=== wdt_window ===
[src/rtl/wdt_window.sv]
// Windowed watchdog: prescaled timeout down-counter with staged warning
// interrupts, early-feed detection, a fixed-length reset pulse and a sticky config lock.
//
// state   | meaning
// IDLE    | watchdog disabled, counter and prescaler hold
// RUN     | counting down, accepting feeds
// EXPIRED | timeout asserted for RST_LEN cycles
module wdt_window #(
   parameter int CNT_W   = 32,
   parameter int PRE_W   = 8,
   parameter int RST_LEN = 16
) (
   input  logic             clk,
   input  logic             rst_,
   input  logic             en,
   input  logic             feed,
   input  logic             cfg_we,
   input  logic [CNT_W-1:0] cfg_load,
   input  logic [CNT_W-1:0] cfg_window,
   input  logic             cfg_win_en,
   input  logic [PRE_W-1:0] cfg_pre,
   input  logic [1:0]       cfg_stages,
   input  logic             lock,
   output logic             intr,
   output logic             timeout,
   output logic             win_err,
   output logic             cfg_err,
   output logic [CNT_W-1:0] count_o,
   output logic [1:0]       stage_o
);

   typedef enum logic [1:0] {
      IDLE    = 2'd0,
      RUN     = 2'd1,
      EXPIRED = 2'd2
   } state_t;

   localparam logic [15:0] RST_LOAD = 16'(RST_LEN - 1);

   state_t           state_q, state_d;
   logic [CNT_W-1:0] count_q, count_d;
   logic [CNT_W-1:0] load_q, load_d;
   logic [CNT_W-1:0] win_q, win_d;
   logic             win_en_q, win_en_d;
   logic [PRE_W-1:0] pre_q, pre_d;
   logic [1:0]       stages_q, stages_d;
   logic             locked_q, locked_d;
   logic [PRE_W-1:0] pre_cnt_q, pre_cnt_d;
   logic [1:0]       stage_q, stage_d;
   logic             intr_q, intr_d;
   logic             timeout_q, timeout_d;
   logic             win_err_q, win_err_d;
   logic             cfg_err_q, cfg_err_d;
   logic [15:0]      rst_cnt_q, rst_cnt_d;
   logic             en_q, en_d;
   logic             tick;

   // >= rather than == so a prescale shrunk below the running count still wraps
   assign tick = (pre_cnt_q >= pre_q);

   always_ff @(posedge clk or negedge rst_) begin
      if (!rst_) begin
         state_q   <= IDLE;
         count_q   <= '1;
         load_q    <= '1;
         win_q     <= '1;
         win_en_q  <= 1'b0;
         pre_q     <= '0;
         stages_q  <= 2'd1;
         locked_q  <= 1'b0;
         pre_cnt_q <= '0;
         stage_q   <= 2'd0;
         intr_q    <= 1'b0;
         timeout_q <= 1'b0;
         win_err_q <= 1'b0;
         cfg_err_q <= 1'b0;
         rst_cnt_q <= '0;
         en_q      <= 1'b0;
      end else begin
         state_q   <= state_d;
         count_q   <= count_d;
         load_q    <= load_d;
         win_q     <= win_d;
         win_en_q  <= win_en_d;
         pre_q     <= pre_d;
         stages_q  <= stages_d;
         locked_q  <= locked_d;
         pre_cnt_q <= pre_cnt_d;
         stage_q   <= stage_d;
         intr_q    <= intr_d;
         timeout_q <= timeout_d;
         win_err_q <= win_err_d;
         cfg_err_q <= cfg_err_d;
         rst_cnt_q <= rst_cnt_d;
         en_q      <= en_d;
      end
   end

   always_comb begin
      state_d   = state_q;
      count_d   = count_q;
      load_d    = load_q;
      win_d     = win_q;
      win_en_d  = win_en_q;
      pre_d     = pre_q;
      stages_d  = stages_q;
      locked_d  = locked_q | lock;
      pre_cnt_d = pre_cnt_q;
      stage_d   = stage_q;
      intr_d    = intr_q;
      timeout_d = timeout_q;
      win_err_d = 1'b0;
      cfg_err_d = 1'b0;
      rst_cnt_d = rst_cnt_q;
      en_d      = en;

      if (cfg_we) begin
         if (locked_q) begin
            cfg_err_d = 1'b1;
         end else begin
            load_d   = cfg_load;
            win_d    = cfg_window;
            win_en_d = cfg_win_en;
            pre_d    = cfg_pre;
            stages_d = cfg_stages;
         end
      end
      if (locked_q && en_q && !en) cfg_err_d = 1'b1;

      unique case (state_q)
         IDLE: begin
            if (en) begin
               state_d   = RUN;
               count_d   = load_q;
               pre_cnt_d = '0;
               stage_d   = 2'd0;
            end
         end
         RUN: begin
            if (!en && !locked_q) begin
               state_d = IDLE;
               intr_d  = 1'b0;
            end else if (feed) begin
               if (win_en_q && (count_q > win_q)) begin
                  win_err_d = 1'b1;
                  timeout_d = 1'b1;
                  intr_d    = 1'b0;
                  rst_cnt_d = RST_LOAD;
                  state_d   = EXPIRED;
               end else begin
                  count_d   = load_q;
                  pre_cnt_d = '0;
                  stage_d   = 2'd0;
                  intr_d    = 1'b0;
               end
            end else if (tick) begin
               pre_cnt_d = '0;
               if (count_q != '0) begin
                  count_d = count_q - CNT_W'(1);
               end else if (stage_q < stages_q) begin
                  intr_d  = 1'b1;
                  stage_d = stage_q + 2'd1;
                  count_d = load_q;
               end else begin
                  timeout_d = 1'b1;
                  intr_d    = 1'b0;
                  rst_cnt_d = RST_LOAD;
                  state_d   = EXPIRED;
               end
            end else begin
               pre_cnt_d = pre_cnt_q + PRE_W'(1);
            end
         end
         EXPIRED: begin
            if (rst_cnt_q == '0) begin
               timeout_d = 1'b0;
               count_d   = load_q;
               stage_d   = 2'd0;
               pre_cnt_d = '0;
               state_d   = (en || locked_q) ? RUN : IDLE;
            end else begin
               rst_cnt_d = rst_cnt_q - 16'd1;
            end
         end
         default: state_d = IDLE;
      endcase
   end

   assign intr    = intr_q;
   assign timeout = timeout_q;
   assign win_err = win_err_q;
   assign cfg_err = cfg_err_q;
   assign count_o = count_q;
   assign stage_o = stage_q;

endmodule

[config.mk]
export PLATFORM = sky130hd
export DESIGN_NAME = wdt_window
export DESIGN_NICKNAME = d
export VERILOG_FILES = /design/src/rtl/wdt_window.sv
export SDC_FILE = /design/constraint.sdc
export NUM_CORES = 1
export LEC_CHECK = 0
export CORE_ASPECT_RATIO = 0.9
export CORE_MARGIN = 2
export CORE_UTILIZATION = 25
export CTS_BUF_LIST = sky130_fd_sc_hd__clkbuf_16
export DETAILED_ROUTE_END_ITERATION = 12
export PLACE_DENSITY_LB_ADDON = 0.3
export SYNTH_ARGS = -nofsm -noshare
export SYNTH_HDL_FRONTEND = slang
export SYNTH_SLANG_ARGS = --single-unit
[constraint.sdc]
create_clock -name clk -period 5.15 [get_ports clk]
set_input_delay 1.545 -clock clk [delete_from_list [all_inputs] [get_ports clk]]
set_output_delay 1.545 -clock clk [all_outputs]
set_load 0.01 [all_outputs]
==> impl_metrics.json <==
{
  "p_int_w": 0.00297,
  "status": "completed",
  "rr_worst_depth": 10,
  "fa_ha_area_frac": 0.0708,
  "power_sequential_w": 0.00176,
  "drt_pre_antenna_iters": 5,
  "routabilityCongestion": 0.819,
  "portBuffers": 118,
  "cp_num_cells": 10,
  "postCtsSetupBuffers": 0,
  "nNonClkBuffers": 134,
  "placement.setup.worst_slack_ps": 1300,
  "final_util": 0.329,
  "p_sw_w": 0.00182,
  "grt_max_degree": 80,
  "async_flop_share": 1.00,
  "power_w": 0.00479,
  "edf_count": 0,
  "cp.required_ps": 5470,
  "power_density_nw_per_um2": 468,
  "inv_count": 54,
  "hp-class": "flop to flop",
  "postLayoutCellArea_um2": 10200,
  "drive_gt1_frac": 0.200
}
wdt_window, the metal 1 layer:
The bar under the picture is 50 um long. Cells faint in the background.
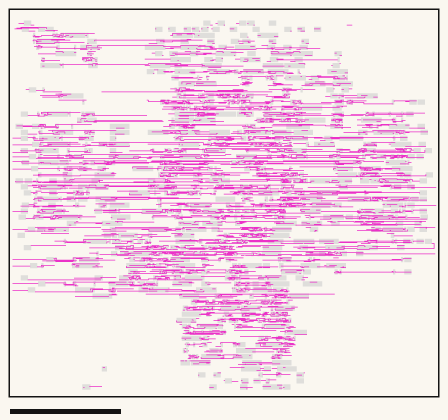
wire length on this layer: 12200 um
nets with wire on the layer: 979
main direction: horizontal
share of all routed wire: 51%
vias post-DR: 6765
met1 GRT Util: 0.224
final wirelength: 24.0 mm

wdt_window, metal 2:
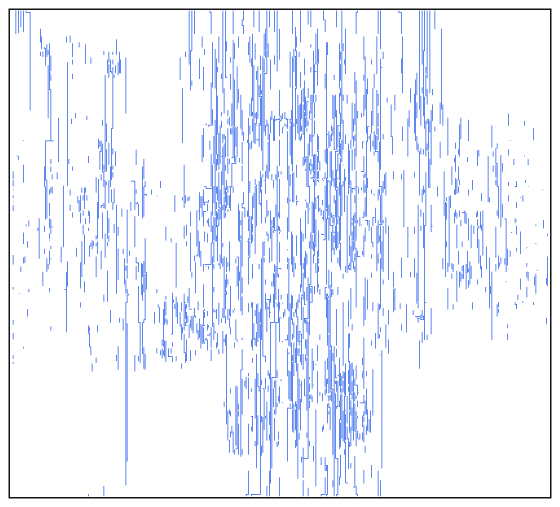
nets with wire on the layer: 859
longest straight run: 64.9 um
main direction: vertical
share of all routed wire: 43%
wire length on this layer: 10200 um
met2 Usage GRT: 0.212

wdt_window, signal wires on met3:
The bar under the picture is 50 um long.
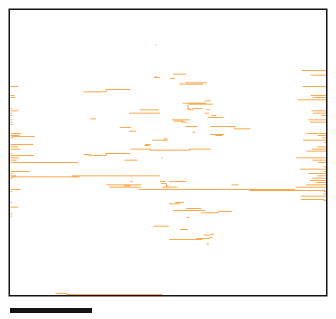
longest straight run: 94.8 um
wire length on this layer: 1310 um
share of all routed wire: 5.5%
grt met3 use: 0.0294


=== imm_decode_stage ===
imm_decode_stage, the metal 1 layer:
The bar under the picture is 50 um long. Cells faint in the background.
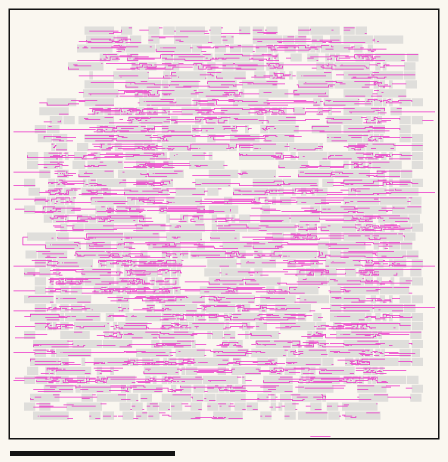
imm_decode_stage, metal 2:
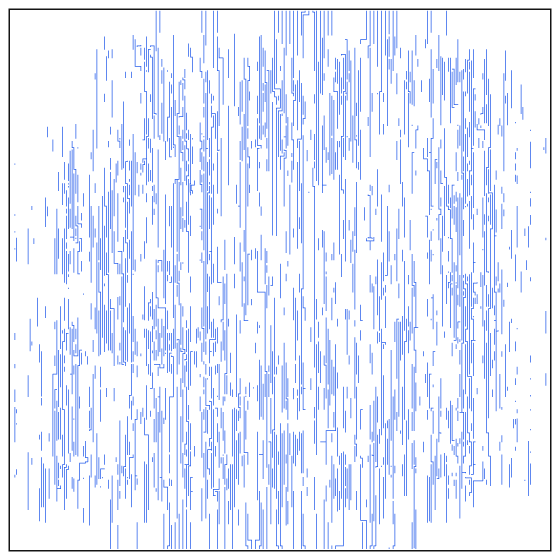
[src/rtl/imm_decode_stage.sv]
// Registered RV32I immediate-decode stage: decodes each accepted instruction into
// a sign-extended immediate, format code and illegal flag, buffered in a 2-entry skid FIFO.
module imm_decode_stage #(
  parameter int XLEN     = 32,
  parameter int TAG_W    = 32,
  parameter bit B_SCALED = 1'b1
) (
  input  logic             clk,
  input  logic             rst_n,
  input  logic             flush,
  input  logic             in_valid,
  output logic             in_ready,
  input  logic [31:0]      in_ins,
  input  logic [TAG_W-1:0] in_tag,
  output logic             out_valid,
  input  logic             out_ready,
  output logic [XLEN-1:0]  out_imm,
  output logic [2:0]       out_fmt,
  output logic             out_illegal,
  output logic [31:0]      out_ins,
  output logic [TAG_W-1:0] out_tag
);

  localparam logic [6:0] OP_IMM   = 7'b0010011;
  localparam logic [6:0] OP_LOAD  = 7'b0000011;
  localparam logic [6:0] OP_JALR  = 7'b1100111;
  localparam logic [6:0] OP_STORE = 7'b0100011;
  localparam logic [6:0] OP_BR    = 7'b1100011;
  localparam logic [6:0] OP_LUI   = 7'b0110111;
  localparam logic [6:0] OP_AUIPC = 7'b0010111;
  localparam logic [6:0] OP_JAL   = 7'b1101111;
  localparam logic [6:0] OP_REG   = 7'b0110011;
  localparam logic [6:0] OP_SYS   = 7'b1110011;
  localparam logic [6:0] OP_FENCE = 7'b0001111;

  localparam logic [2:0] FMT_NONE = 3'd0;
  localparam logic [2:0] FMT_I    = 3'd1;
  localparam logic [2:0] FMT_S    = 3'd2;
  localparam logic [2:0] FMT_B    = 3'd3;
  localparam logic [2:0] FMT_U    = 3'd4;
  localparam logic [2:0] FMT_J    = 3'd5;
  localparam logic [2:0] FMT_ILL  = 3'd7;

  typedef enum logic [1:0] {EMPTY, ONE, FULL} state_t;

  typedef struct packed {
    logic [XLEN-1:0]  imm;
    logic [2:0]       fmt;
    logic             illegal;
    logic [31:0]      ins;
    logic [TAG_W-1:0] tag;
  } entry_t;

  state_t state_q, state_d;
  entry_t head_q, head_d;
  entry_t tail_q, tail_d;
  entry_t dec;
  logic [31:0] v32;
  logic push, pop;

  // Every format's sign bit is ins[31]; v32 holds the 32-bit value, widened below.
  always_comb begin
    // NOTE: every variable driven here gets a default first, so no path can infer a latch.
    dec         = '0;
    v32         = '0;
    dec.ins     = in_ins;
    dec.tag     = in_tag;
    dec.fmt     = FMT_NONE;
    dec.illegal = 1'b0;
    case (in_ins[6:0])
      OP_IMM, OP_LOAD, OP_JALR: begin
        dec.fmt = FMT_I;
        v32     = {{20{in_ins[31]}}, in_ins[31:20]};
      end
      OP_STORE: begin
        dec.fmt = FMT_S;
        v32     = {{20{in_ins[31]}}, in_ins[31:25], in_ins[11:7]};
      end
      OP_BR: begin
        dec.fmt = FMT_B;
        if (B_SCALED)
          v32 = {{19{in_ins[31]}}, in_ins[31], in_ins[7], in_ins[30:25], in_ins[11:8], 1'b0};
        else
          v32 = {{20{in_ins[31]}}, in_ins[31], in_ins[7], in_ins[30:25], in_ins[11:8]};
      end
      OP_LUI, OP_AUIPC: begin
        dec.fmt = FMT_U;
        v32     = {in_ins[31:12], 12'b0};
      end
      OP_JAL: begin
        dec.fmt = FMT_J;
        v32     = {{11{in_ins[31]}}, in_ins[31], in_ins[19:12], in_ins[20], in_ins[30:21], 1'b0};
      end
      OP_REG, OP_SYS, OP_FENCE: dec.fmt = FMT_NONE;
      default: begin
        dec.fmt     = FMT_ILL;
        dec.illegal = 1'b1;
      end
    endcase
    dec.imm       = {XLEN{v32[31]}};
    dec.imm[31:0] = v32;
  end

  assign in_ready  = (state_q != FULL);
  assign out_valid = (state_q != EMPTY);
  assign push      = in_valid && in_ready && !flush;
  assign pop       = out_valid && out_ready;

  always_comb begin
    state_d = state_q;
    head_d  = head_q;
    tail_d  = tail_q;
    if (flush) begin
      state_d = EMPTY;
      head_d  = '0;
    end else begin
      case (state_q)
        EMPTY: if (push) begin
          head_d  = dec;
          state_d = ONE;
        end
        ONE: case ({push, pop})
          2'b10: begin
            tail_d  = dec;
            state_d = FULL;
          end
          2'b01: begin
            head_d  = '0;
            state_d = EMPTY;
          end
          2'b11: head_d = dec;
          default: ;
        endcase
        FULL: if (pop) begin
          head_d  = tail_q;
          state_d = ONE;
        end
        default: state_d = EMPTY;
      endcase
    end
  end

  // NOTE: sequential state uses non-blocking assignments so all registers update together.
  always_ff @(posedge clk or negedge rst_n) begin
    if (!rst_n) begin
      state_q <= EMPTY;
      head_q  <= '0;
    end else begin
      state_q <= state_d;
      head_q  <= head_d;
    end
  end

  // NOTE: the tail slot is plain storage; it is only read once state says it holds data, so it needs no reset.
  always_ff @(posedge clk) begin
    tail_q <= tail_d;
  end

  assign out_imm     = head_q.imm;
  assign out_fmt     = head_q.fmt;
  assign out_illegal = head_q.illegal;
  assign out_ins     = head_q.ins;
  assign out_tag     = head_q.tag;

endmodule

[config.mk]
export PLATFORM = sky130hd
export DESIGN_NAME = imm_decode_stage
export DESIGN_NICKNAME = d
export VERILOG_FILES = /design/src/rtl/imm_decode_stage.sv
export SDC_FILE = /design/constraint.sdc
export NUM_CORES = 1
export LEC_CHECK = 0
export CAP_MARGIN = 30
export CORE_MARGIN = 4
export CORE_UTILIZATION = 55
export DETAILED_ROUTE_END_ITERATION = 8
export PLACE_DENSITY = 0.83
export SLEW_MARGIN = 40
export SYNTH_ARGS = -nofsm -noshare
export SYNTH_HDL_FRONTEND = slang
export SYNTH_SLANG_ARGS = --single-unit
[constraint.sdc]
create_clock -name clk -period 12.8 [get_ports clk]
set_input_delay 2.56 -clock clk [delete_from_list [all_inputs] [get_ports clk]]
set_output_delay 2.56 -clock clk [all_outputs]
set_load 0.01 [all_outputs]
==> impl_metrics.json <==
{
  "crit_path_frequent_cell": "buf_4",
  "path_delay_family": "buffers and inverters",
  "power_sequential_w": 0.000819,
  "placement.setup.worst_slack_ps": 7400,
  "portBuffers": 170,
  "rows": 44,
  "crit_start": "flush",
  "mux_share": 0.00855,
  "critPathLaunchType": "primary input",
  "syn_nets": 702,
  "ctsResizeCount": 0,
  "status": "completed",
  "ys.flops": 202,
  "final_util": 0.732,
  "slew_viol_final": 0,
  "wl_met2_mm": 10.1,
  "ys_sh_aoi": 0.200
}
About 'the metal 1 layer' of imm_decode_stage:
nets with wire on the layer: 747
share of all routed wire: 41%
longest straight run: 36.3 um
wire length on this layer: 8390 um
met1 GRT Util: 0.333
final wirelength: 20.5 mm
vias post-DR: 5994

About 'metal 2' of imm_decode_stage:
main direction: vertical
wire length on this layer: 10100 um
nets with wire on the layer: 771
longest straight run: 59.2 um
met2 Usage GRT: 0.396


=== return_stack_unit ===
return_stack_unit, clock nets:
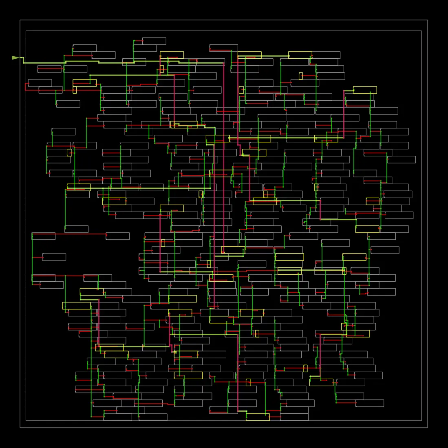
## config.mk

```make
export PLATFORM = sky130hd
export DESIGN_NAME = return_stack_unit
export DESIGN_NICKNAME = d
export VERILOG_FILES = /design/src/rtl/return_stack_unit.sv
export SDC_FILE = /design/constraint.sdc
export NUM_CORES = 1
export LEC_CHECK = 0
export CAP_MARGIN = 40
export CORE_MARGIN = 2
export CORE_UTILIZATION = 50
export CTS_CLUSTER_DIAMETER = 200
export DETAILED_ROUTE_END_ITERATION = 10
export PLACE_DENSITY = 0.69
export SYNTH_ARGS = -nofsm -noshare
export SYNTH_HDL_FRONTEND = slang
export SYNTH_SLANG_ARGS = --single-unit
```

## constraint.sdc

```tcl
create_clock -name clk -period 5 [get_ports clk]
set_clock_uncertainty 0.1 [all_clocks]
set_input_delay 1 -clock clk [delete_from_list [all_inputs] [get_ports clk]]
set_output_delay 1 -clock clk [all_outputs]
set_load 0.005 [all_outputs]
```

## src/rtl/return_stack_unit.sv

```systemverilog
// ---------------------------------------------------------------------------
// return_stack_unit
//
// Hardware return-address stack placed after the instruction decoder.
// A CALL-type opcode pushes pc+1 into an internal LIFO; a RET-type opcode
// pops the top entry into ret_addr. The stack pointer, occupancy and sticky
// overflow/underflow status are published for the control unit.
//
// Ports:
//   clk        in   system clock, rising edge
//   rst        in   asynchronous active-high reset
//   enable     in   request valid from decoder
//   opcode     in   decoded opcode (OP_PUSH / OP_POP act, others ignored)
//   pc         in   current program counter
//   clear_err  in   clears sticky flags; leaves ERROR state
//   ready      out  request can be accepted this cycle (IDLE only)
//   ret_addr   out  last popped return address (registered)
//   ret_valid  out  one-cycle pulse when ret_addr was just updated
//   sp_out     out  STACK_TOP - depth
//   depth      out  number of valid entries (0..DEPTH)
//   full       out  depth == DEPTH
//   empty      out  depth == 0
//   overflow   out  sticky: push attempted while full
//   underflow  out  sticky: pop attempted while empty
// ---------------------------------------------------------------------------
module return_stack_unit #(
  parameter int              DEPTH     = 16,
  parameter int              AW        = 4,
  parameter int              DATA_W    = 16,
  parameter logic [5:0]      OP_PUSH   = 6'b000101,
  parameter logic [5:0]      OP_POP    = 6'b000100,
  parameter logic [DATA_W-1:0] STACK_TOP = 16'hFFFF
) (
  input  logic              clk,
  input  logic              rst,
  input  logic              enable,
  input  logic [5:0]        opcode,
  input  logic [DATA_W-1:0] pc,
  input  logic              clear_err,
  output logic              ready,
  output logic [DATA_W-1:0] ret_addr,
  output logic              ret_valid,
  output logic [DATA_W-1:0] sp_out,
  output logic [AW:0]       depth,
  output logic              full,
  output logic              empty,
  output logic              overflow,
  output logic              underflow
);

  typedef enum logic [1:0] {IDLE, PUSH, POP, ERROR} state_t;

  localparam logic [AW:0]       DEPTH_ONE = (AW+1)'(1);
  localparam logic [AW:0]       DEPTH_MAX = (AW+1)'(DEPTH);
  localparam logic [DATA_W-1:0] PC_ONE    = DATA_W'(1);

  state_t            state_reg, state_next;
  logic [AW:0]       depth_reg, depth_next;
  logic [DATA_W-1:0] pc_reg;
  logic [DATA_W-1:0] ret_addr_reg;
  logic              ret_valid_reg;
  logic              overflow_reg, underflow_reg;
  logic              set_ovf, set_unf;

  logic [DATA_W-1:0] mem [DEPTH];

  logic              is_push, is_pop, accept;
  logic [AW-1:0]     wr_idx, rd_idx;

  assign ready   = (state_reg == IDLE);
  assign is_push = (opcode == OP_PUSH);
  assign is_pop  = (opcode == OP_POP);
  assign accept  = ready && enable && (is_push || is_pop);

  assign full    = (depth_reg == DEPTH_MAX);
  assign empty   = (depth_reg == '0);
  assign depth   = depth_reg;
  assign sp_out  = STACK_TOP - DATA_W'(depth_reg);

  // Push writes at the current depth; pop reads the entry just below it.
  // Each index is only used in the state where it is guaranteed in range.
  assign wr_idx  = depth_reg[AW-1:0];
  assign rd_idx  = AW'(depth_reg - DEPTH_ONE);

  assign ret_addr  = ret_addr_reg;
  assign ret_valid = ret_valid_reg;
  assign overflow  = overflow_reg;
  assign underflow = underflow_reg;

  always_comb begin
    state_next = state_reg;
    depth_next = depth_reg;
    set_ovf    = 1'b0;
    set_unf    = 1'b0;
    case (state_reg)
      IDLE: begin
        if (accept) begin
          if (is_push) begin
            if (full) begin
              state_next = ERROR;
              set_ovf    = 1'b1;
            end else begin
              state_next = PUSH;
            end
          end else begin
            if (empty) begin
              state_next = ERROR;
              set_unf    = 1'b1;
            end else begin
              state_next = POP;
            end
          end
        end
      end
      PUSH: begin
        depth_next = depth_reg + DEPTH_ONE;
        state_next = IDLE;
      end
      POP: begin
        depth_next = depth_reg - DEPTH_ONE;
        state_next = IDLE;
      end
      ERROR: begin
        if (clear_err) state_next = IDLE;
      end
      default: state_next = IDLE;
    endcase
  end

  always_ff @(posedge clk or posedge rst) begin
    if (rst) begin
      state_reg     <= IDLE;
      depth_reg     <= '0;
      pc_reg        <= '0;
      ret_addr_reg  <= '0;
      ret_valid_reg <= 1'b0;
      overflow_reg  <= 1'b0;
      underflow_reg <= 1'b0;
    end else begin
      state_reg     <= state_next;
      depth_reg     <= depth_next;
      ret_valid_reg <= (state_reg == POP);
      if (accept) pc_reg <= pc;
      if (state_reg == POP) ret_addr_reg <= mem[rd_idx];
      // A new error in the same cycle as clear_err must not be lost.
      if (set_ovf)        overflow_reg <= 1'b1;
      else if (clear_err) overflow_reg <= 1'b0;
      if (set_unf)        underflow_reg <= 1'b1;
      else if (clear_err) underflow_reg <= 1'b0;
    end
  end

  // Storage is not reset. Reset forces state_reg to IDLE asynchronously,
  // so an interrupted PUSH never reaches this write.
  always_ff @(posedge clk) begin
    if (state_reg == PUSH) mem[wr_idx] <= pc_reg + PC_ONE;
  end

endmodule
```

==> impl_metrics.json <==
{
  "grt_use_met1": 0.324,
  "async_flop_share": 0.141,
  "postCtsSetupBuffers": 0,
  "crit_start": "depth[0]",
  "comb_power_w": 0.00341,
  "worstSkewPairLatency_ps": 550,
  "routedWlPerCell_um": 24.0,
  "vias_per_cell": 5.88,
  "peakVddDrop_uv": 390,
  "portBuffers": 57,
  "critPathKind": "flop to output port",
  "inv_count": 29,
  "tool_warnings": 34,
  "dominantRegCellSynth": "edfxtp_1",
  "hpwl_mm": 17.6,
  "pwr-share-comb": 0.382,
  "status": "completed",
  "layout_top_cells": "edfxtp_1 (256), nand2_1 (81), clkdlybuf4s50_1 (57)",
  "cp_slowest_cell": "dfrtp_2",
  "area_growth_pct": 17.4
}
## Picture notes: 'clock nets' of return_stack_unit
clock buf count: 36
Clock Sinks: 298


=== mpu_i2c_master ===
mpu_i2c_master, the metal 1 layer:
The bar under the picture is 50 um long. Cells faint in the background.
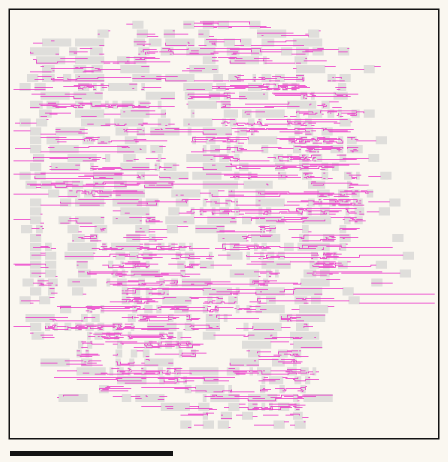
mpu_i2c_master, metal 2:
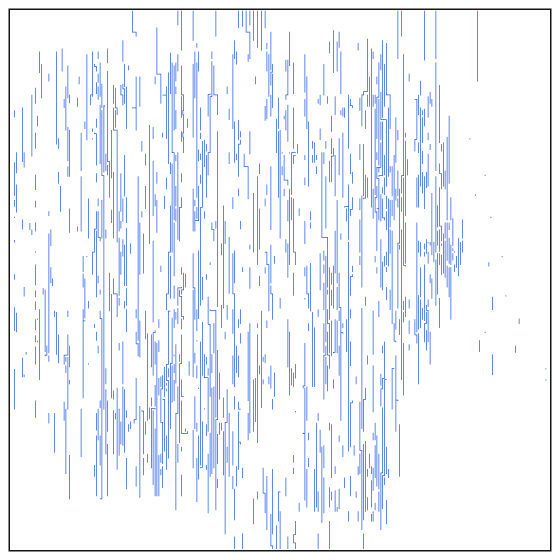
File: src/rtl/mpu_i2c_pkg.sv
// rtl/mpu_i2c_pkg.sv - shared types and MPU-6050 constants for the I2C master
package mpu_i2c_pkg;

   typedef enum logic [3:0] {
      IDLE, START, WR_BIT, WR_ACK, RSTART, RD_BIT, RD_ACK, STOP, FINISH
   } state_e;

   // Which byte the write shifter currently carries
   typedef enum logic [1:0] {
      SEL_ADDR_W, SEL_BYTE0, SEL_BYTE1, SEL_ADDR_R
   } wsel_e;

   localparam logic [6:0]  DEV_ADDR_DEFAULT = 7'h68;
   localparam logic [7:0]  PWR_MGMT_1       = 8'h6B;
   localparam logic [7:0]  ACCEL_XOUT_H     = 8'h3B;
   localparam int unsigned BURST_LEN        = 14;

endpackage

File: src/rtl/i2c_quarter_tick.sv
// rtl/i2c_quarter_tick.sv - free-running divider giving one tick per quarter bit
module i2c_quarter_tick #(
   parameter int unsigned DIV = 31
) (
   input  logic clk,
   input  logic rst_n,
   input  logic clr_i,
   input  logic en_i,
   output logic tick_o
);

   localparam int unsigned CW = (DIV > 1) ? $clog2(DIV) : 1;
   localparam logic [CW-1:0] LAST = CW'(DIV - 1);

   logic [CW-1:0] cnt_q, cnt_d;

   always_comb begin
      cnt_d = cnt_q;
      if (clr_i) begin
         cnt_d = '0;
      end else if (en_i) begin
         cnt_d = (cnt_q == LAST) ? '0 : cnt_q + CW'(1);
      end
   end

   always_ff @(posedge clk or negedge rst_n) begin
      if (!rst_n) begin
         cnt_q <= '0;
      end else begin
         cnt_q <= cnt_d;
      end
   end

   assign tick_o = en_i && !clr_i && (cnt_q == LAST);

endmodule

File: src/rtl/mpu_i2c_master.sv
// rtl/mpu_i2c_master.sv - byte-level I2C master for MPU-6050 register write / burst read
module mpu_i2c_master
   import mpu_i2c_pkg::*;
#(
   parameter int unsigned CLK_FREQ = 50_000_000,
   parameter int unsigned I2C_FREQ = 400_000,
   parameter logic [6:0]  DEV_ADDR = DEV_ADDR_DEFAULT
) (
   input  logic        clk,
   input  logic        rst_n,
   input  logic        en_start,
   input  logic        rd_now,
   input  logic [15:0] n,
   input  logic [15:0] m,
   input  logic [15:0] data_packed,
   input  logic        sda_i,
   output logic        scl_oe,
   output logic        sda_oe,
   output logic [7:0]  rd_data,
   output logic        rd_valid,
   output logic [15:0] rd_idx,
   output logic        busy,
   output logic        done,
   output logic        ack_err
);

   localparam int unsigned DIV = CLK_FREQ / (4 * I2C_FREQ);

   state_e      state_q, state_d;
   wsel_e       sel_q, sel_d;
   logic [1:0]  qtr_q, qtr_d;
   logic [2:0]  bit_q, bit_d;
   logic [7:0]  shreg_q, shreg_d;
   logic [7:0]  rd_data_q, rd_data_d;
   logic [15:0] rd_idx_q, rd_idx_d;
   logic        ack_err_q, ack_err_d, busy_q, busy_d, done_q, done_d;
   logic        rd_valid_q, rd_valid_d, scl_oe_q, scl_oe_d, sda_oe_q, sda_oe_d;
   logic        rd_now_q, two_q;
   logic [15:0] m_q, data_q;
   logic        tick, accept, sample, slot_end, last_rd;

   i2c_quarter_tick #(.DIV(DIV)) u_tick (
      .clk    (clk),
      .rst_n  (rst_n),
      .clr_i  (accept),
      .en_i   (busy_q),
      .tick_o (tick)
   );

   assign accept   = en_start && !busy_q;
   assign sample   = tick && (qtr_q == 2'd2);
   assign slot_end = tick && (qtr_q == 2'd3);
   // rd_idx has already advanced past the byte being acknowledged
   assign last_rd  = (rd_idx_q - 16'd1) == m_q;

   always_comb begin
      state_d    = state_q;
      sel_d      = sel_q;
      qtr_d      = tick ? qtr_q + 2'd1 : qtr_q;
      bit_d      = bit_q;
      shreg_d    = shreg_q;
      ack_err_d  = ack_err_q;
      busy_d     = busy_q;
      done_d     = 1'b0;
      rd_valid_d = 1'b0;
      rd_data_d  = rd_data_q;
      rd_idx_d   = rd_valid_q ? rd_idx_q + 16'd1 : rd_idx_q;
      scl_oe_d   = 1'b0;
      sda_oe_d   = 1'b0;
      case (state_q)
         IDLE: if (accept) begin
            busy_d    = 1'b1;
            ack_err_d = 1'b0;
            rd_idx_d  = '0;
            qtr_d     = '0;
            state_d   = START;
         end
         START: begin
            scl_oe_d = (qtr_q == 2'd3);
            sda_oe_d = (qtr_q != 2'd0);
            if (slot_end) begin
               shreg_d = {DEV_ADDR, 1'b0};
               sel_d   = SEL_ADDR_W;
               bit_d   = '0;
               state_d = WR_BIT;
            end
         end
         WR_BIT: begin
            scl_oe_d = ~qtr_q[1];
            sda_oe_d = ~shreg_q[7];
            if (slot_end) begin
               shreg_d = {shreg_q[6:0], 1'b0};
               bit_d   = bit_q + 3'd1;
               if (bit_q == 3'd7) state_d = WR_ACK;
            end
         end
         WR_ACK: begin
            scl_oe_d = ~qtr_q[1];
            if (sample && sda_i) ack_err_d = 1'b1;
            if (slot_end) begin
               if (ack_err_q) begin
                  state_d = STOP;
               end else begin
                  case (sel_q)
                     SEL_ADDR_W: begin
                        shreg_d = data_q[7:0];
                        sel_d   = SEL_BYTE0;
                        state_d = WR_BIT;
                     end
                     SEL_BYTE0: begin
                        if (rd_now_q) begin
                           state_d = RSTART;
                        end else if (two_q) begin
                           shreg_d = data_q[15:8];
                           sel_d   = SEL_BYTE1;
                           state_d = WR_BIT;
                        end else begin
                           state_d = STOP;
                        end
                     end
                     SEL_BYTE1: state_d = STOP;
                     default:   state_d = RD_BIT;
                  endcase
               end
            end
         end
         RSTART: begin
            scl_oe_d = (qtr_q == 2'd0) || (qtr_q == 2'd3);
            sda_oe_d = qtr_q[1];
            if (slot_end) begin
               shreg_d = {DEV_ADDR, 1'b1};
               sel_d   = SEL_ADDR_R;
               state_d = WR_BIT;
            end
         end
         RD_BIT: begin
            scl_oe_d = ~qtr_q[1];
            if (sample) begin
               shreg_d = {shreg_q[6:0], sda_i};
               if (bit_q == 3'd7) begin
                  rd_valid_d = 1'b1;
                  rd_data_d  = {shreg_q[6:0], sda_i};
               end
            end
            if (slot_end) begin
               bit_d = bit_q + 3'd1;
               if (bit_q == 3'd7) state_d = RD_ACK;
            end
         end
         RD_ACK: begin
            scl_oe_d = ~qtr_q[1];
            sda_oe_d = ~last_rd;
            if (slot_end) state_d = last_rd ? STOP : RD_BIT;
         end
         STOP: begin
            scl_oe_d = ~qtr_q[1];
            sda_oe_d = (qtr_q == 2'd1) || (qtr_q == 2'd2);
            if (slot_end) state_d = FINISH;
         end
         FINISH: begin
            busy_d  = 1'b0;
            done_d  = 1'b1;
            state_d = IDLE;
         end
         default: state_d = IDLE;
      endcase
   end

   always_ff @(posedge clk or negedge rst_n) begin
      if (!rst_n) begin
         state_q    <= IDLE;
         sel_q      <= SEL_ADDR_W;
         qtr_q      <= '0;
         bit_q      <= '0;
         shreg_q    <= '0;
         ack_err_q  <= 1'b0;
         busy_q     <= 1'b0;
         done_q     <= 1'b0;
         rd_valid_q <= 1'b0;
         rd_data_q  <= '0;
         rd_idx_q   <= '0;
         scl_oe_q   <= 1'b0;
         sda_oe_q   <= 1'b0;
         rd_now_q   <= 1'b0;
         two_q      <= 1'b0;
         m_q        <= '0;
         data_q     <= '0;
      end else begin
         state_q    <= state_d;
         sel_q      <= sel_d;
         qtr_q      <= qtr_d;
         bit_q      <= bit_d;
         shreg_q    <= shreg_d;
         ack_err_q  <= ack_err_d;
         busy_q     <= busy_d;
         done_q     <= done_d;
         rd_valid_q <= rd_valid_d;
         rd_data_q  <= rd_data_d;
         rd_idx_q   <= rd_idx_d;
         scl_oe_q   <= scl_oe_d;
         sda_oe_q   <= sda_oe_d;
         if (accept) begin
            rd_now_q <= rd_now;
            two_q    <= (n != 16'd0);
            m_q      <= m;
            data_q   <= data_packed;
         end
      end
   end

   assign scl_oe   = scl_oe_q;
   assign sda_oe   = sda_oe_q;
   assign rd_data  = rd_data_q;
   assign rd_valid = rd_valid_q;
   assign rd_idx   = rd_idx_q;
   assign busy     = busy_q;
   assign done     = done_q;
   assign ack_err  = ack_err_q;

endmodule

File: config.mk
export PLATFORM = sky130hd
export DESIGN_NAME = mpu_i2c_master
export DESIGN_NICKNAME = d
export VERILOG_FILES = /design/src/rtl/mpu_i2c_pkg.sv /design/src/rtl/i2c_quarter_tick.sv /design/src/rtl/mpu_i2c_master.sv
export SDC_FILE = /design/constraint.sdc
export NUM_CORES = 1
export LEC_CHECK = 0
export CAP_MARGIN = 10
export CELL_PAD_IN_SITES_DETAIL_PLACEMENT = 1
export CELL_PAD_IN_SITES_GLOBAL_PLACEMENT = 2
export CORE_MARGIN = 2
export CORE_UTILIZATION = 30
export CTS_CLUSTER_SIZE = 28
export DETAILED_ROUTE_END_ITERATION = 6
export PLACE_DENSITY = 0.75
export SETUP_SLACK_MARGIN = 0.5
export SYNTH_ARGS = -nofsm -noshare
export SYNTH_HDL_FRONTEND = slang
export SYNTH_SLANG_ARGS = --single-unit
export TNS_END_PERCENT = 50
File: constraint.sdc
create_clock -name clk -period 8 [get_ports clk]
set_input_delay 1.2 -clock clk [delete_from_list [all_inputs] [get_ports clk]]
set_output_delay 1.2 -clock clk [all_outputs]
set_load 0.1 [all_outputs]
==> impl_metrics.json <==
{
  "p_sw_frac": 0.270,
  "path_clk_slew_ps": 60,
  "critPathLaunchType": "primary input",
  "postLayoutCellArea_um2": 6140,
  "crit_start": "en_start",
  "path_delay_family": "simple AND/OR/NAND/NOR gates",
  "slew_viol_final": 0,
  "p_int_w": 0.000787,
  "dpl.cell_count": 739,
  "fa_ha_area_frac": 0.0233,
  "p_clk_frac": 0.391,
  "placement.setup.worst_slack_ps": 3750,
  "maxCapViolCount": 0,
  "antenna_found_initial": 1,
  "arrival_ps": 3760,
  "ant_nets": 0,
  "routabilityCongestion": 0.802,
  "power_density_nw_per_um2": 176,
  "htree_levels": 3,
  "status": "completed",
  "drt_pre_antenna_iters": 4,
  "syn_avg_cell_area_um2": 10.4,
  "rows": 46,
  "critPathKind": "primary input to flop",
  "lay_top_count": "dfrtp_1",
  "cts_buffers": 9,
  "hpwl_mm": 9.70,
  "ys_sh_aoi": 0.137,
  "rsz0062_at_grt": "no",
  "area_growth_pct": 26.9
}
## Picture notes: 'the metal 1 layer' of mpu_i2c_master
nets with wire on the layer: 534
main direction: horizontal
share of all routed wire: 45%
vias post-DR: 3930
met1 GRT Util: 0.214
final wirelength: 13.3 mm

## Picture notes: 'metal 2' of mpu_i2c_master
nets with wire on the layer: 537
wire length on this layer: 6540 um
met2 Usage GRT: 0.276


=== fifo_wr_arb ===
fifo_wr_arb, the metal 1 layer:
The bar under the picture is 50 um long. Cells faint in the background.
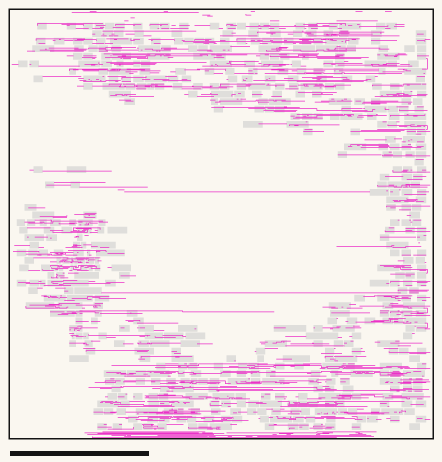
fifo_wr_arb, metal 2:
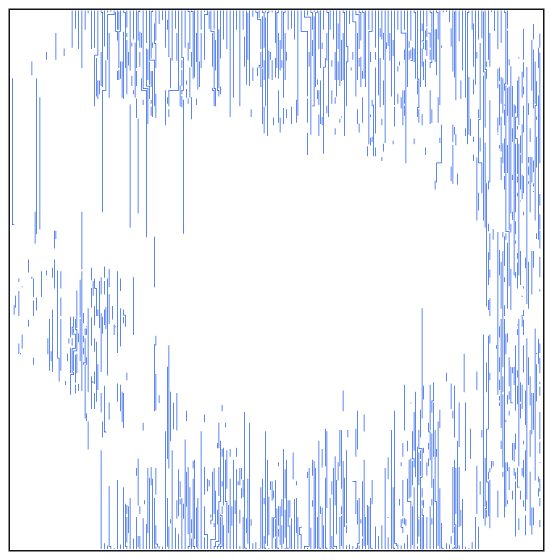
fifo_wr_arb, signal wires on met3:
The bar under the picture is 50 um long.
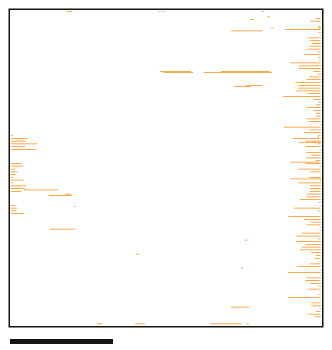
## src/rtl/fifo_wr_arb_pkg.sv

```systemverilog
// -----------------------------------------------------------------------------
// fifo_wr_arb_pkg
//   Shared definitions for the FIFO write arbiter:
//     state_e    - arbiter state encoding (IDLE = 0, BURST = 1)
//     STAT_WIDTH - width of each per-requester beat counter (optional stats)
//     gid_width  - width of a requester index for a given requester count
// -----------------------------------------------------------------------------
package fifo_wr_arb_pkg;

  typedef enum logic {
    IDLE  = 1'b0,
    BURST = 1'b1
  } state_e;

  localparam int STAT_WIDTH = 16;

  // Width of a requester index; never less than one bit.
  function automatic int gid_width(input int nreq);
    return (nreq > 1) ? $clog2(nreq) : 1;
  endfunction

endpackage

```

## src/rtl/fifo_wr_arb_rr.sv

```systemverilog
// -----------------------------------------------------------------------------
// fifo_wr_arb_rr
//   Combinational round-robin pick: returns the first set bit of valid_i
//   strictly after last_idx_i, wrapping modulo NREQ. last_idx_i itself is
//   considered last, so a lone requester can win again.
//
//   Ports
//     valid_i    [NREQ-1:0] request vector
//     last_idx_i [GW-1:0]   index granted most recently
//     found_o               at least one request is pending
//     index_o    [GW-1:0]   winning index (0 when found_o is low)
// -----------------------------------------------------------------------------
module fifo_wr_arb_rr
  import fifo_wr_arb_pkg::*;
#(
  parameter int NREQ = 4,
  parameter int GW   = gid_width(NREQ)
) (
  input  logic [NREQ-1:0] valid_i,
  input  logic [GW-1:0]   last_idx_i,
  output logic            found_o,
  output logic [GW-1:0]   index_o
);

  int          cand;
  logic [GW-1:0] cand_idx;

  // NOTE: every output of a combinational block gets a default first so that
  // no path leaves it unassigned, which would otherwise infer a latch.
  always_comb begin
    found_o  = 1'b0;
    index_o  = '0;
    cand     = 0;
    cand_idx = '0;
    // Scan from the farthest candidate to the nearest; the nearest valid one
    // is written last and therefore wins.
    for (int k = NREQ; k >= 1; k--) begin
      cand     = (int'(last_idx_i) + k) % NREQ;
      cand_idx = cand[GW-1:0];
      if (valid_i[cand_idx]) begin
        found_o = 1'b1;
        index_o = cand_idx;
      end
    end
  end

endmodule

```

## src/rtl/fifo_wr_arb.sv

```systemverilog
// -----------------------------------------------------------------------------
// fifo_wr_arb
//   Round-robin arbiter that lets NREQ requesters write bursts into a single
//   FIFO. In IDLE it waits for a pending request and at least MIN_FREE free
//   FIFO slots, registers the winner and enters BURST. In BURST the grant
//   holder's valid/ready handshake is passed straight to the FIFO write port
//   until a beat carrying req_last is accepted. No pre-emption, no timeout.
//
//   Ports
//     clk, rst_n            clock, asynchronous active-low reset
//     req_valid/req_last    per-requester handshake and end-of-burst marker
//     req_data              requester i at [i*DATA_WIDTH +: DATA_WIDTH]
//     req_ready             only the grant holder's bit can be high
//     fifo_din, fifo_wr_en  FIFO write port
//     fifo_full             FIFO full flag (stalls the burst)
//     fifo_elemcnt          FIFO occupancy, used for the free-space test
//     grant_id              index of the current / most recent grant holder
//     busy                  high while in BURST
//     stat_beats            per-requester saturating accepted-beat counters,
//                           present only when FIFO_WR_ARB_STATS_EN is defined
// -----------------------------------------------------------------------------
module fifo_wr_arb
  import fifo_wr_arb_pkg::*;
#(
  parameter int NREQ       = 4,
  parameter int DATA_WIDTH = 72,
  parameter int ADDR_WIDTH = 6,
  parameter int MIN_FREE   = 4
) (
  input  logic                         clk,
  input  logic                         rst_n,
  input  logic [NREQ-1:0]              req_valid,
  input  logic [NREQ-1:0]              req_last,
  input  logic [NREQ*DATA_WIDTH-1:0]   req_data,
  output logic [NREQ-1:0]              req_ready,
  output logic [DATA_WIDTH-1:0]        fifo_din,
  output logic                         fifo_wr_en,
  input  logic                         fifo_full,
  input  logic [ADDR_WIDTH-1:0]        fifo_elemcnt,
  output logic [gid_width(NREQ)-1:0]   grant_id,
  output logic                         busy
`ifdef FIFO_WR_ARB_STATS_EN
  ,
  output logic [NREQ*STAT_WIDTH-1:0]   stat_beats
`endif
);

  localparam int GW = gid_width(NREQ);
  localparam logic [ADDR_WIDTH:0] DEPTH_M1   = (ADDR_WIDTH+1)'((1 << ADDR_WIDTH) - 1);
  localparam logic [ADDR_WIDTH:0] MIN_FREE_W = (ADDR_WIDTH+1)'(MIN_FREE);

  state_e          state_q, state_d;
  logic [GW-1:0]   grant_q, grant_d;
  logic [GW-1:0]   last_q,  last_d;

  logic [ADDR_WIDTH:0] free_slots;
  logic                rr_found;
  logic [GW-1:0]       rr_index;

  // One extra bit keeps the subtraction unsigned and wrap-free.
  assign free_slots = DEPTH_M1 - {1'b0, fifo_elemcnt};

  fifo_wr_arb_rr #(
    .NREQ (NREQ),
    .GW   (GW)
  ) u_rr (
    .valid_i    (req_valid),
    .last_idx_i (last_q),
    .found_o    (rr_found),
    .index_o    (rr_index)
  );

  // ---------------------------------------------------------------------------
  // Datapath: purely combinational from the registered grant.
  // ---------------------------------------------------------------------------
  assign busy       = (state_q == BURST);
  assign grant_id   = grant_q;
  assign fifo_wr_en = busy & req_valid[grant_q] & ~fifo_full;
  assign fifo_din   = req_data[grant_q*DATA_WIDTH +: DATA_WIDTH];

  always_comb begin
    req_ready          = '0;
    req_ready[grant_q] = busy & ~fifo_full;
  end

  // ---------------------------------------------------------------------------
  // Next-state logic
  // ---------------------------------------------------------------------------
  always_comb begin
    state_d = state_q;
    grant_d = grant_q;
    last_d  = last_q;
    unique case (state_q)
      IDLE: begin
        if (rr_found && (free_slots >= MIN_FREE_W)) begin
          grant_d = rr_index;
          state_d = BURST;
        end
      end
      BURST: begin
        // The burst ends only on an accepted last beat; a silent holder keeps
        // the grant indefinitely.
        if (fifo_wr_en && req_last[grant_q]) begin
          last_d  = grant_q;
          state_d = IDLE;
        end
      end
      default: state_d = IDLE;
    endcase
  end

  // NOTE: state registers use non-blocking assignments so every flop samples
  // the pre-edge values, independent of process ordering.
  always_ff @(posedge clk or negedge rst_n) begin
    if (!rst_n) begin
      state_q <= IDLE;
      grant_q <= '0;
      last_q  <= GW'(NREQ - 1);  // requester 0 wins the first arbitration
    end else begin
      state_q <= state_d;
      grant_q <= grant_d;
      last_q  <= last_d;
    end
  end

`ifdef FIFO_WR_ARB_STATS_EN
  // ---------------------------------------------------------------------------
  // Per-requester accepted-beat counters, saturating at all-ones.
  // ---------------------------------------------------------------------------
  for (genvar g = 0; g < NREQ; g++) begin : g_stats
    logic [STAT_WIDTH-1:0] cnt_q;

    // NOTE: these counters are software-visible state, so unlike a data
    // storage array they are cleared by reset.
    always_ff @(posedge clk or negedge rst_n) begin
      if (!rst_n) begin
        cnt_q <= '0;
      end else if (fifo_wr_en && (grant_q == GW'(g)) && (cnt_q != '1)) begin
        cnt_q <= cnt_q + 1'b1;
      end
    end

    assign stat_beats[g*STAT_WIDTH +: STAT_WIDTH] = cnt_q;
  end
`endif

endmodule

```

## config.mk

```make
export PLATFORM = sky130hd
export DESIGN_NAME = fifo_wr_arb
export DESIGN_NICKNAME = d
export VERILOG_FILES = /design/src/rtl/fifo_wr_arb_pkg.sv /design/src/rtl/fifo_wr_arb_rr.sv /design/src/rtl/fifo_wr_arb.sv
export SDC_FILE = /design/constraint.sdc
export NUM_CORES = 1
export LEC_CHECK = 0
export CAP_MARGIN = 20
export CORE_AREA = 2 2 150 152
export DETAILED_ROUTE_END_ITERATION = 16
export DIE_AREA = 0 0 152 154
export PLACE_DENSITY = 0.55
export SETUP_SLACK_MARGIN = 0.15
export SYNTH_ARGS = -nofsm -noshare
export SYNTH_HDL_FRONTEND = slang
export SYNTH_HIERARCHICAL = 1
export SYNTH_SLANG_ARGS = --single-unit
```

## constraint.sdc

```tcl
create_clock -name clk -period 1.52 [get_ports clk]
set_input_delay 0.304 -clock clk [delete_from_list [all_inputs] [get_ports clk]]
set_output_delay 0.304 -clock clk [all_outputs]
set_load 0.05 [all_outputs]
```

==> impl_metrics.json <==
{
  "status": "complete, but fails checks",
  "violations": "setup timing",
  "final.setup.worst_slack_ps": -504,
  "timing.final.crit_share": 1.33,
  "dominant_cells": "non-clock buffers",
  "power_sequential_w": 0.000366,
  "async_flop_share": 1.00,
  "ys.flops": 5,
  "ctsResizeCount": 89,
  "postCtsSetupBuffers": 6,
  "path_clk_slew_ps": 40,
  "finalSetupViolCount": 80,
  "antenna_found_initial": 2,
  "ys_area_um2": 2250,
  "worst_slew_pin_slew_ps": 273,
  "drive_gt1_frac": 0.409,
  "power_w": 0.0137,
  "tns_ps": -34420,
  "die_h_um": 154,
  "seqPwrFrac": 0.027,
  "rr_worst_depth": 6,
  "crit_fanout": 10,
  "htree_levels": 1,
  "clock_cell_area_share": 0.0112,
  "yosys_warnings": 6,
  "clockBufferDepth": 2,
  "rsz0062_at_grt": "yes"
}
## Picture notes: 'the metal 1 layer' of fifo_wr_arb
nets with wire on the layer: 745
main direction: horizontal
met1 GRT Util: 0.165
vias post-DR: 3324
final wirelength: 17.4 mm

## Picture notes: 'metal 2' of fifo_wr_arb
longest straight run: 67.5 um
nets with wire on the layer: 797
share of all routed wire: 53%
main direction: vertical
wire length on this layer: 9280 um
met2 Usage GRT: 0.254

## Picture notes: 'signal wires on met3' of fifo_wr_arb
wire length on this layer: 936 um
nets with wire on the layer: 145
share of all routed wire: 5.4%
main direction: horizontal
longest straight run: 32.9 um
grt met3 use: 0.0271


=== counter ===
**src/rtl/counter.sv**
```systemverilog
// Prescaled modulo counter: advances num by STEP once every DIV clocks and
// wraps past the terminal count MAX back into the 0..MAX range.
module counter #(
  parameter int unsigned      WIDTH = 16,
  parameter int unsigned      DIV   = 1,
  parameter logic [WIDTH-1:0] STEP  = {{(WIDTH-1){1'b0}}, 1'b1},
  parameter logic [WIDTH-1:0] MAX   = {WIDTH{1'b1}}
) (
  input  logic             clk,
  input  logic             reset_n,  // active-high synchronous reset
  output logic [WIDTH-1:0] num
);

  localparam int unsigned DIV_W = (DIV > 1) ? $clog2(DIV) : 1;

  logic             advance_s;
  logic [WIDTH:0]   sum_s;
  logic [WIDTH-1:0] num_d;
  logic [WIDTH-1:0] num_q;

  generate
    if (DIV == 1) begin : g_nodiv
      // Without prescaling every clock is an advance.
      assign advance_s = 1'b1;
    end else begin : g_div
      localparam logic [DIV_W-1:0] DIV_LAST = DIV_W'(DIV - 1);

      logic [DIV_W-1:0] div_cnt_d;
      logic [DIV_W-1:0] div_cnt_q;

      // Prescaler next state: count 0..DIV-1 then wrap to 0.
      always_comb begin
        div_cnt_d = div_cnt_q;
        if (div_cnt_q == DIV_LAST) begin
          div_cnt_d = {DIV_W{1'b0}};
        end else begin
          div_cnt_d = div_cnt_q + DIV_W'(1);
        end
      end

      // Prescaler register with synchronous reset.
      always_ff @(posedge clk) begin
        if (reset_n) begin
          div_cnt_q <= {DIV_W{1'b0}};
        end else begin
          div_cnt_q <= div_cnt_d;
        end
      end

      assign advance_s = (div_cnt_q == DIV_LAST);
    end
  endgenerate

  // Count next state: the sum is formed one bit wider so a carry out of
  // WIDTH bits still compares as larger than MAX before wrapping.
  always_comb begin
    num_d = num_q;
    sum_s = {1'b0, num_q} + {1'b0, STEP};
    if (advance_s) begin
      if (sum_s > {1'b0, MAX}) begin
        // Result is below STEP, so it fits in WIDTH bits; mod-2^WIDTH math is exact.
        num_d = sum_s[WIDTH-1:0] - MAX - WIDTH'(1);
      end else begin
        num_d = sum_s[WIDTH-1:0];
      end
    end else begin
      num_d = num_q;
    end
  end

  // Count register; reset takes priority over any advance on the same edge.
  always_ff @(posedge clk) begin
    if (reset_n) begin
      num_q <= {WIDTH{1'b0}};
    end else begin
      num_q <= num_d;
    end
  end

  assign num = num_q;

endmodule

```
**config.mk**
```make
export PLATFORM = sky130hd
export DESIGN_NAME = counter
export DESIGN_NICKNAME = d
export VERILOG_FILES = /design/src/rtl/counter.sv
export SDC_FILE = /design/constraint.sdc
export NUM_CORES = 1
export LEC_CHECK = 0
export CORE_MARGIN = 8
export CORE_UTILIZATION = 40
export CTS_BUF_LIST = sky130_fd_sc_hd__clkbuf_8
export CTS_CLUSTER_SIZE = 28
export DETAILED_ROUTE_END_ITERATION = 8
export GPL_TIMING_DRIVEN = 0
export PLACE_DENSITY = 0.82
export SLEW_MARGIN = 20
export SYNTH_ARGS = -nofsm -noshare
export SYNTH_HDL_FRONTEND = slang
export SYNTH_SLANG_ARGS = --single-unit
```
**constraint.sdc**
```tcl
create_clock -name clk -period 1.2 [get_ports clk]
set_input_delay 0.18 -clock clk [delete_from_list [all_inputs] [get_ports clk]]
set_output_delay 0.18 -clock clk [all_outputs]
set_load 0.01 [all_outputs]
```
==> impl_metrics.json <==
{
  "wl_met1_um": 830,
  "dominant_cells": "multi-input combinational cells",
  "drt_pre_antenna_iters": 4,
  "async_flop_share": 0,
  "edf_count": 0,
  "yosys-top-cells-area": "dfxtp_1 (47%), xnor2_1 (12%), nor2_1 (8.3%), xor2_1 (3.9%), nand3_1 (3.7%)",
  "logic_gates": 56,
  "pwr-share-comb": 0.050,
  "crit_end": "num[14]",
  "tool_warnings": 29,
  "status": "complete, but fails checks",
  "final.setup.worst_slack_ps": -74.5,
  "holdPathEnd": "num[12]",
  "ff_count": 16,
  "critical_path_buf_inv_count": 0,
  "violations": "setup timing",
  "grt_first_pass_wirelength_mm": 3.03,
  "p_sw_w": 0.000231,
  "routabilityCongestion": 0.702,
  "seqPwrFrac": 0.539,
  "tns_ps": -106,
  "maxSlewHeadroom": 0.677,
  "syn_area_um2": 678,
  "vias_per_cell": 5.42,
  "finalSetupViolCount": 3,
  "worstSkewPairLatency_ps": 250
}
counter, the metal 1 layer:
The bar under the picture is 20 um long. Cells faint in the background.
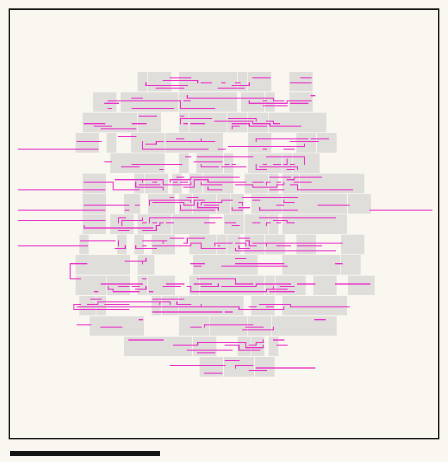
wire length on this layer: 831 um
share of all routed wire: 41%
longest straight run: 21.6 um
final wirelength: 2.05 mm
met1 GRT Util: 0.130
vias post-DR: 672

counter, metal 2:
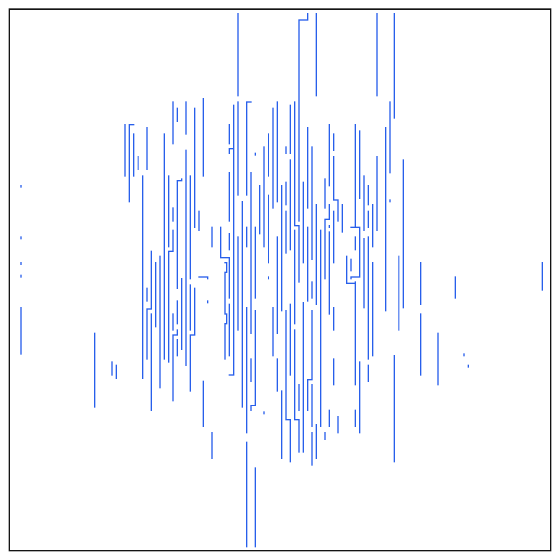
main direction: vertical
longest straight run: 28.6 um
share of all routed wire: 52%
wire length on this layer: 1060 um
met2 Usage GRT: 0.183



## Gallery

Met4 routing.
The bar under the picture is 50 um long.
panel A
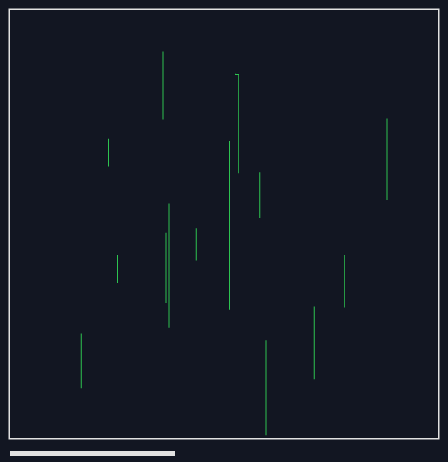
panel B
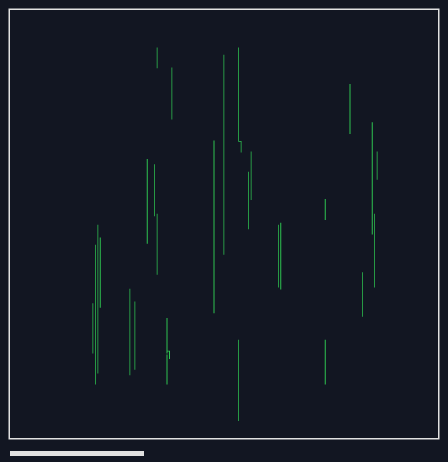
panel C
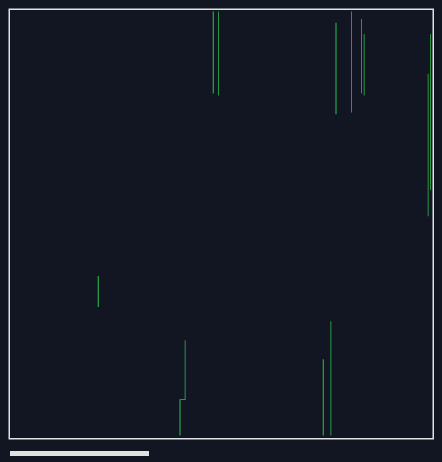
The one with the smallest die is panel A.
fifo_wr_arb -> panel C
imm_decode_stage -> panel A
return_stack_unit -> panel B

Power figures rest on the tool's default switching activity, not on a simulated workload.
